# block 1

File: config.mk
export PLATFORM = sky130hd
export DESIGN_NAME = dbus_arbiter
export DESIGN_NICKNAME = d
export VERILOG_FILES = /design/src/rtl/dbus_arbiter_pkg.sv /design/src/rtl/dbus_arbiter_rr_picker.sv /design/src/rtl/dbus_arbiter.sv
export SDC_FILE = /design/constraint.sdc
export NUM_CORES = 1
export LEC_CHECK = 0
export ABC_CLOCK_PERIOD_IN_PS = 5930
export CORE_MARGIN = 2
export CORE_UTILIZATION = 30
export CTS_CLUSTER_DIAMETER = 60
export CTS_CLUSTER_SIZE = 28
export DETAILED_ROUTE_END_ITERATION = 8
export GPL_TIMING_DRIVEN = 0
export PLACE_DENSITY = 0.76
export SETUP_SLACK_MARGIN = 0.02
export SLEW_MARGIN = 20
export SYNTH_ARGS = -nofsm -noshare
export SYNTH_HDL_FRONTEND = slang
export SYNTH_SLANG_ARGS = --single-unit
File: constraint.sdc
create_clock -name clk -period 5.93 [get_ports clk]
set_input_delay 1.186 -clock clk [delete_from_list [all_inputs] [get_ports clk]]
set_output_delay 1.186 -clock clk [all_outputs]
set_load 0.01 [all_outputs]
File: src/rtl/dbus_arbiter_pkg.sv
// Shared data-bus request/response types and arbiter state encoding.
// Imported by the arbiter top and its round-robin picker.
package dbus_arbiter_pkg;

    localparam int ADDR_W = 32;
    localparam int DATA_W = 32;
    localparam int STRB_W = DATA_W / 8;

    typedef logic [2:0] msize_t;

    typedef struct packed {
        logic              valid;
        logic [ADDR_W-1:0] addr;
        msize_t            size;
        logic [STRB_W-1:0] strobe;
        logic [DATA_W-1:0] data;
    } dbus_req_t;

    typedef struct packed {
        logic              addr_ok;
        logic              data_ok;
        logic [DATA_W-1:0] data;
    } dbus_resp_t;

    typedef enum logic {ARB_IDLE, ARB_BUSY} dbus_arb_state_t;

    // Requester index examined at priority position 'offset' when 'last' was granted most recently.
    function automatic int rr_slot(input int last, input int offset, input int n);
        return (last + 1 + offset) % n;
    endfunction

endpackage

File: src/rtl/dbus_arbiter_rr_picker.sv
// Rotating-priority encoder: picks the first asserted valid starting just after 'last'.
// Purely combinational so the ibus arbiter can reuse it unchanged.
module rr_picker
    import dbus_arbiter_pkg::*;
#(
    parameter int N = 2,
    localparam int IDX_W = $clog2(N)
) (
    input  logic [N-1:0]     valid,
    input  logic [IDX_W-1:0] last,
    output logic             any,
    output logic [IDX_W-1:0] idx
);

    logic [N-1:0]     rot_valid;
    logic [N:0]       seen;
    logic [N-1:0]     sel;
    logic [IDX_W-1:0] acc [N+1];

    assign seen[0] = 1'b0;
    assign acc[0]  = '0;

    // rot_valid[0] is the highest-priority slot; a one-hot select then folds back to an index.
    genvar gi;
    generate
        for (gi = 0; gi < N; gi++) begin : g_slot
            assign rot_valid[gi] = valid[IDX_W'(rr_slot(int'(last), gi, N))];
            assign sel[gi]       = rot_valid[gi] & ~seen[gi];
            assign seen[gi+1]    = seen[gi] | rot_valid[gi];
            assign acc[gi+1]     = acc[gi] | (sel[gi] ? IDX_W'(rr_slot(int'(last), gi, N)) : '0);
        end
    endgenerate

    assign any = seen[N];
    assign idx = acc[N];

endmodule

File: src/rtl/dbus_arbiter.sv
// Round-robin arbiter sharing one D-cache data-bus port among NUM_REQ requesters,
// with one registered outstanding transaction so upstream flushes cannot disturb it.
module dbus_arbiter
    import dbus_arbiter_pkg::*;
#(
    parameter int NUM_REQ = 2,
    localparam int IDX_W = $clog2(NUM_REQ)
) (
    input  logic                       clk,
    input  logic                       reset,
    input  dbus_req_t  [NUM_REQ-1:0]   ireqs,
    output dbus_resp_t [NUM_REQ-1:0]   oresps,
    output dbus_req_t                  oreq,
    input  dbus_resp_t                 iresp
);

    dbus_arb_state_t  state_reg, state_next;
    logic [IDX_W-1:0] owner_reg, owner_next;
    logic [IDX_W-1:0] last_reg, last_next;
    logic             aborted_reg, aborted_next;
    dbus_req_t        held_reg, held_next;

    logic [NUM_REQ-1:0] req_valid;
    logic               pick_any;
    logic [IDX_W-1:0]   pick_idx;
    logic               owner_valid;
    logic               unused_iresp_addr_ok;

    genvar gi;
    generate
        for (gi = 0; gi < NUM_REQ; gi++) begin : g_valid
            assign req_valid[gi] = ireqs[gi].valid;
        end
    endgenerate

    rr_picker #(.N(NUM_REQ)) u_picker (
        .valid (req_valid),
        .last  (last_reg),
        .any   (pick_any),
        .idx   (pick_idx)
    );

    assign owner_valid = req_valid[owner_reg];
    // Upstream only ever sees addr_ok together with data_ok, so the cache's addr_ok is ignored.
    assign unused_iresp_addr_ok = iresp.addr_ok;

    always_ff @(posedge clk or posedge reset) begin
        if (reset) begin
            state_reg   <= ARB_IDLE;
            owner_reg   <= '0;
            last_reg    <= IDX_W'(NUM_REQ - 1);
            aborted_reg <= 1'b0;
            held_reg    <= '0;
        end else begin
            state_reg   <= state_next;
            owner_reg   <= owner_next;
            last_reg    <= last_next;
            aborted_reg <= aborted_next;
            held_reg    <= held_next;
        end
    end

    always_comb begin
        state_next   = state_reg;
        owner_next   = owner_reg;
        last_next    = last_reg;
        aborted_next = aborted_reg;
        held_next    = held_reg;
        case (state_reg)
            ARB_IDLE: begin
                if (pick_any) begin
                    held_next    = ireqs[pick_idx];
                    owner_next   = pick_idx;
                    last_next    = pick_idx;
                    aborted_next = 1'b0;
                    state_next   = ARB_BUSY;
                end
            end
            ARB_BUSY: begin
                // Once the owner lets go, any later re-request is a new access, not this one.
                if (!owner_valid) begin
                    aborted_next = 1'b1;
                end
                if (iresp.data_ok) begin
                    state_next = ARB_IDLE;
                end
            end
            default: state_next = ARB_IDLE;
        endcase
    end

    always_comb begin
        oreq   = '0;
        oresps = '0;
        if (state_reg == ARB_BUSY) begin
            oreq       = held_reg;
            oreq.valid = 1'b1;
            if (iresp.data_ok && !aborted_reg && owner_valid) begin
                oresps[owner_reg].addr_ok = 1'b1;
                oresps[owner_reg].data_ok = 1'b1;
                oresps[owner_reg].data    = iresp.data;
            end
        end
    end

endmodule
# block 2

### config.mk
export PLATFORM = sky130hd
export DESIGN_NAME = run_sequencer
export DESIGN_NICKNAME = d
export VERILOG_FILES = /design/src/rtl/run_sequencer.sv
export SDC_FILE = /design/constraint.sdc
export NUM_CORES = 1
export LEC_CHECK = 0
export CORE_MARGIN = 1
export CORE_UTILIZATION = 47
export CTS_BUF_LIST = sky130_fd_sc_hd__clkbuf_4 sky130_fd_sc_hd__clkbuf_8
export DETAILED_ROUTE_END_ITERATION = 16
export DONT_BUFFER_PORTS = 1
export GPL_TIMING_DRIVEN = 0
export PLACE_DENSITY = 0.67
export SETUP_SLACK_MARGIN = 0.1
export SLEW_MARGIN = 10
export SYNTH_ARGS = -nofsm -noshare
export SYNTH_HDL_FRONTEND = slang
export SYNTH_SLANG_ARGS = --single-unit
### constraint.sdc
create_clock -name clock -period 2 [get_ports clock]
set_input_delay 0.6 -clock clock [delete_from_list [all_inputs] [get_ports clock]]
set_output_delay 0.6 -clock clock [all_outputs]
set_load 0.01 [all_outputs]
### src/rtl/run_sequencer.sv
// run_sequencer: launches a batch of core runs over the req/ack handshake and times each run.
// Latency: accepted go -> req next cycle; ack in WAIT -> done/next req next cycle.
// Optional RUN_SEQ_MAX_STATS_EN builds the max_cycles tracker; otherwise max_cycles is tied to 0.
module run_sequencer #(
  parameter int CYCLE_BITS     = 16,
  parameter int PROG_BITS      = 3,
  parameter int REQ_CYCLES     = 2,
  parameter int TIMEOUT_CYCLES = 50000
) (
  input  logic                  clock,
  input  logic                  reset,
  input  logic                  go,
  input  logic [PROG_BITS-1:0]  prog_count,
  input  logic                  ack,
  output logic                  req,
  output logic                  busy,
  output logic                  done,
  output logic                  timeout,
  output logic [PROG_BITS-1:0]  prog_index,
  output logic [CYCLE_BITS-1:0] last_cycles,
  output logic [CYCLE_BITS-1:0] max_cycles
);

  typedef enum logic [2:0] {
    S_IDLE,
    S_REQ,
    S_SETTLE,
    S_WAIT,
    S_DONE,
    S_FAULT
  } state_t;

  localparam int RC_BITS = (REQ_CYCLES > 1) ? $clog2(REQ_CYCLES) : 1;
  localparam logic [RC_BITS-1:0]    RC_LAST  = RC_BITS'(REQ_CYCLES - 1);
  localparam logic [CYCLE_BITS-1:0] CNT_LAST = CYCLE_BITS'(TIMEOUT_CYCLES - 1);

  state_t                state;
  logic [RC_BITS-1:0]    req_cnt;
  logic [CYCLE_BITS-1:0] run_cnt;
  logic [PROG_BITS-1:0]  total;

  logic go_accept;
  logic ack_exit;
  logic last_run;

  // go is only honoured in the idle-like states; ack only counts while waiting
  assign go_accept = go && ((state == S_IDLE) || (state == S_DONE) || (state == S_FAULT));
  assign ack_exit  = (state == S_WAIT) && ack;
  assign last_run  = (prog_index == (total - PROG_BITS'(1)));

  // Main sequencer: state, counters and all registered outputs
  always_ff @(posedge clock or posedge reset) begin
    if (reset) begin
      state       <= S_IDLE;
      req_cnt     <= '0;
      run_cnt     <= '0;
      total       <= '0;
      req         <= 1'b0;
      busy        <= 1'b0;
      done        <= 1'b0;
      timeout     <= 1'b0;
      prog_index  <= '0;
      last_cycles <= '0;
    end else begin
      case (state)
        S_IDLE, S_DONE, S_FAULT: begin
          if (go) begin
            total       <= prog_count;
            prog_index  <= '0;
            last_cycles <= '0;
            done        <= 1'b0;
            timeout     <= 1'b0;
            req_cnt     <= '0;
            if (prog_count == '0) begin
              // empty batch completes immediately without touching the core
              state <= S_DONE;
              done  <= 1'b1;
            end else begin
              state <= S_REQ;
              req   <= 1'b1;
              busy  <= 1'b1;
            end
          end
        end
        S_REQ: begin
          // ack is stale while the core's PC is being reset, so it is not looked at here
          if (req_cnt == RC_LAST) begin
            state <= S_SETTLE;
            req   <= 1'b0;
          end else begin
            req_cnt <= req_cnt + RC_BITS'(1);
          end
        end
        S_SETTLE: begin
          run_cnt <= '0;
          state   <= S_WAIT;
        end
        S_WAIT: begin
          if (ack) begin
            last_cycles <= run_cnt;
            if (last_run) begin
              state <= S_DONE;
              busy  <= 1'b0;
              done  <= 1'b1;
            end else begin
              prog_index <= prog_index + PROG_BITS'(1);
              req_cnt    <= '0;
              req        <= 1'b1;
              state      <= S_REQ;
            end
          end else if (run_cnt == CNT_LAST) begin
            // counter saturates here, so it can never wrap
            state   <= S_FAULT;
            busy    <= 1'b0;
            timeout <= 1'b1;
          end else begin
            run_cnt <= run_cnt + CYCLE_BITS'(1);
          end
        end
        default: begin
          state <= S_IDLE;
          req   <= 1'b0;
          busy  <= 1'b0;
        end
      endcase
    end
  end

`ifdef RUN_SEQ_MAX_STATS_EN
  logic [CYCLE_BITS-1:0] max_reg;

  // Track the longest completed run since the last accepted go
  always_ff @(posedge clock or posedge reset) begin
    if (reset) begin
      max_reg <= '0;
    end else if (go_accept) begin
      max_reg <= '0;
    end else if (ack_exit && (run_cnt > max_reg)) begin
      max_reg <= run_cnt;
    end
  end

  assign max_cycles = max_reg;
`else
  logic unused_stats;
  assign unused_stats = go_accept ^ ack_exit;
  assign max_cycles   = '0;
`endif

endmodule

block_2/placed.png
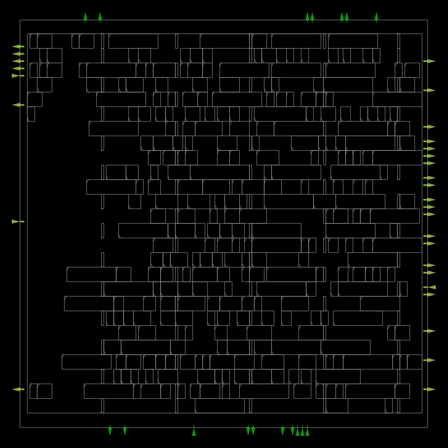
share of the final layout cell area in sequential cells: 0.391
filler-free cell count of the finished design: 385
final core utilization: 0.566
total core area: 5200 um^2
flip-flops: 46

block_2/util_map.png
8 x 8 tiles, from white (low) to dark blue (high), 0 to 100% covered.
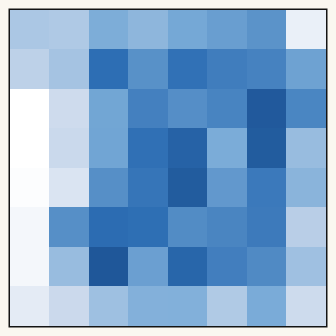
nearly empty tiles	4.7%
emptiest ninth of the die	middle left
tiles over 75% full	11%
fullest tile	84%
floorplan core density: 0.495

==> reports/qor.tcl, block 2 <==
set qor(top_cell_area_share) 0.447
set qor(post_drt_via_cell_ratio) 5.52
set qor(synth_async_sr_flop_share) 1.00
set qor(failing_checks) {setup timing}
set qor(reg2reg_from) {run_cnt[12]}
set qor(antenna_found_initial) 0
set qor(clock_power_share) 0.201
set qor(met3RoutedLength_um) 386
set qor(first_global_vias) 1954
set qor(outcome) {complete, but fails checks}
set qor(die_outline_height_um) 76.0
set qor(power.share.switching) 0.391
set qor(busiest_layer) {met2}
set qor(clockRootBuffer) {clkbuf_8}
set qor(final.period_utilization) 1.08
set qor(finalMaxSlewViolations) 0
set qor(critPathLaunch) {run_cnt[12]}
set qor(layout_min_cycle_time_ns) 2.15
set qor(clock_latency_at_the_later_pin_of_the_worst_skew_pair_ns) 0.30
set qor(intPower_mw) 2.14
set qor(final_layout_top_logic_cell) {nand2_1}
set qor(post_route_cells_drive_above_1_share) 0.197
set qor(drv.max_cap_violation_count) 0
set qor(met1_grt_util) 0.295
set qor(post_cts_resized) 7
set qor(layout_setup_ws_ns) -0.153
set qor(cts_hold_repair.buffers) 0
set qor(synth_area_um2) 2570
set qor(num_vias) 2125
set qor(setup_repair_after_global_routing_missed_its_margin) {yes}
set qor(timing_hold_violations_final) 0
set qor(num_rows) 26
set qor(setup_violations) 8
-- block 2: logic make-up (layout without fill, tap and decap cells) --
| family | count (synthesis) | in the layout | share of synthesized area |
|---|---|---|---|
| compound gates | 61 | 61 | 0.149 |
| xor+xnor | 5 | 5 | 0.0224 |
| fa+ha+maj | 3 | 3 | 0.0146 |
| buf+inv | 39 | 54 | 0.0948 |
| flops | 46 | 46 | 0.447 |
| mux | 7 | 7 | 0.0292 |
| other cells | 1 | 16 | 0.00146 |
| simple gates | 123 | 123 | 0.241 |
block_1/pinout.png
Pins as bars across the die edge, other pins in gray.
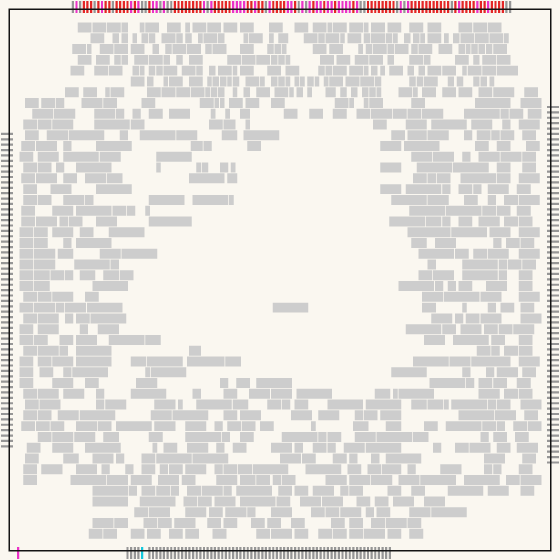
color	port	pins	direction	edge
magenta	iresp	34	input	33 top, 1 bottom
red	oresps	68	output	top
cyan	clk	1	input	bottom

==> reports/qor.tcl, block 1 <==
set qor(synthesis.nets) 620
set qor(cp_num_cells) 6
set qor(non_clock_buffer_area_share) 0.385
set qor(power_sequential_uw) 905
set qor(num-clock-buffers) 14
set qor(num-nonclk-inverters) 36
set qor(nWellTaps) 225
set qor(remaining_drc_errors) 0
set qor(cp_max_fo) 10
set qor(clock_power_share) 0.178
set qor(num_rows) 48
set qor(detail_route.first_pass.iterations) 4
set qor(power_leakage_nw) 3.93
set qor(outcome) {complete, no violations}
set qor(grt_max_degree) 46
set qor(number_of_sinks_on_the_clock_net) 75
set qor(powerDensity_nw_per_um2) 367
set qor(worst_path_dominant_cell_family) {buffers and inverters}
set qor(crit_chain) {clkdlybuf4s50_1 > nand4b_1 > clkbuf_1 > nor2_1 > buf_4 > clkdlybuf4s50_1}
set qor(grt.overflow.total) 0
set qor(power.share.combinational) 0.550
set qor(synth_area_leader_cell) {mux2_4}
set qor(chip_area_um2) 18600
set qor(p_switching_uw) 971
set qor(num_vias) 4409
set qor(final.signal_buffer_count) 359
set qor(synth.area.top_cells) {mux2_4, dfrtp_1, and2_1}
set qor(post_cts_resized) 0
set qor(synth-cells-yosys) 440
set qor(num-multi-input-gates) 289
set qor(top_cells_by_count) {mux2_4, dfrtp_1, and2_1, nor3_1, inv_1}
block 1: metal layers:
metal  vias to the layer above  wire length (um)  track usage
li1                       2137                 -            -
met1                      2066              7060        0.221
met2                       185              7990        0.279
met3                        21               988       0.0321
met4                         0               307       0.0579
met5                         -                 0            0
block 1: stage by stage:
step	setup slack [ns]	instance area [um^2]	std cells	power [mW]	utilization
CTS	1.65	9070	1000	3.37	0.526
finish	1.63	9070	1000	3.33	0.526
global placement	1.48	8720	983	2.72	0.506
floorplan	2.78	5260	440	2.03	-
global route	1.52	9070	1000	3.52	0.526
detailed placement	1.66	8750	984	2.76	0.508


## Gallery

Routed clock nets over the placement.
panel A
Scale bar: 20 um.
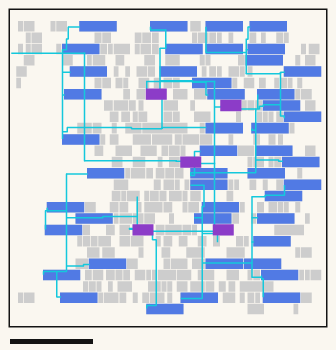
panel B
Scale bar: 50 um.
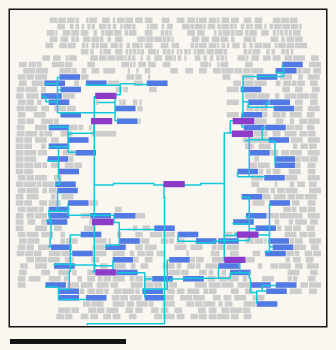
Of these, most sequential cells: panel B
Block 2 is panel A.
Block 1 is panel B.

Key to panel A:
[cyan] clock wires | length: 585 um
[blue] flip-flops | count: 46
[purple] clock-net drivers | count: 5
flops lie	widely spread
routed clock nets	6

Power figures rest on the tool's default switching activity, not on a simulated workload.
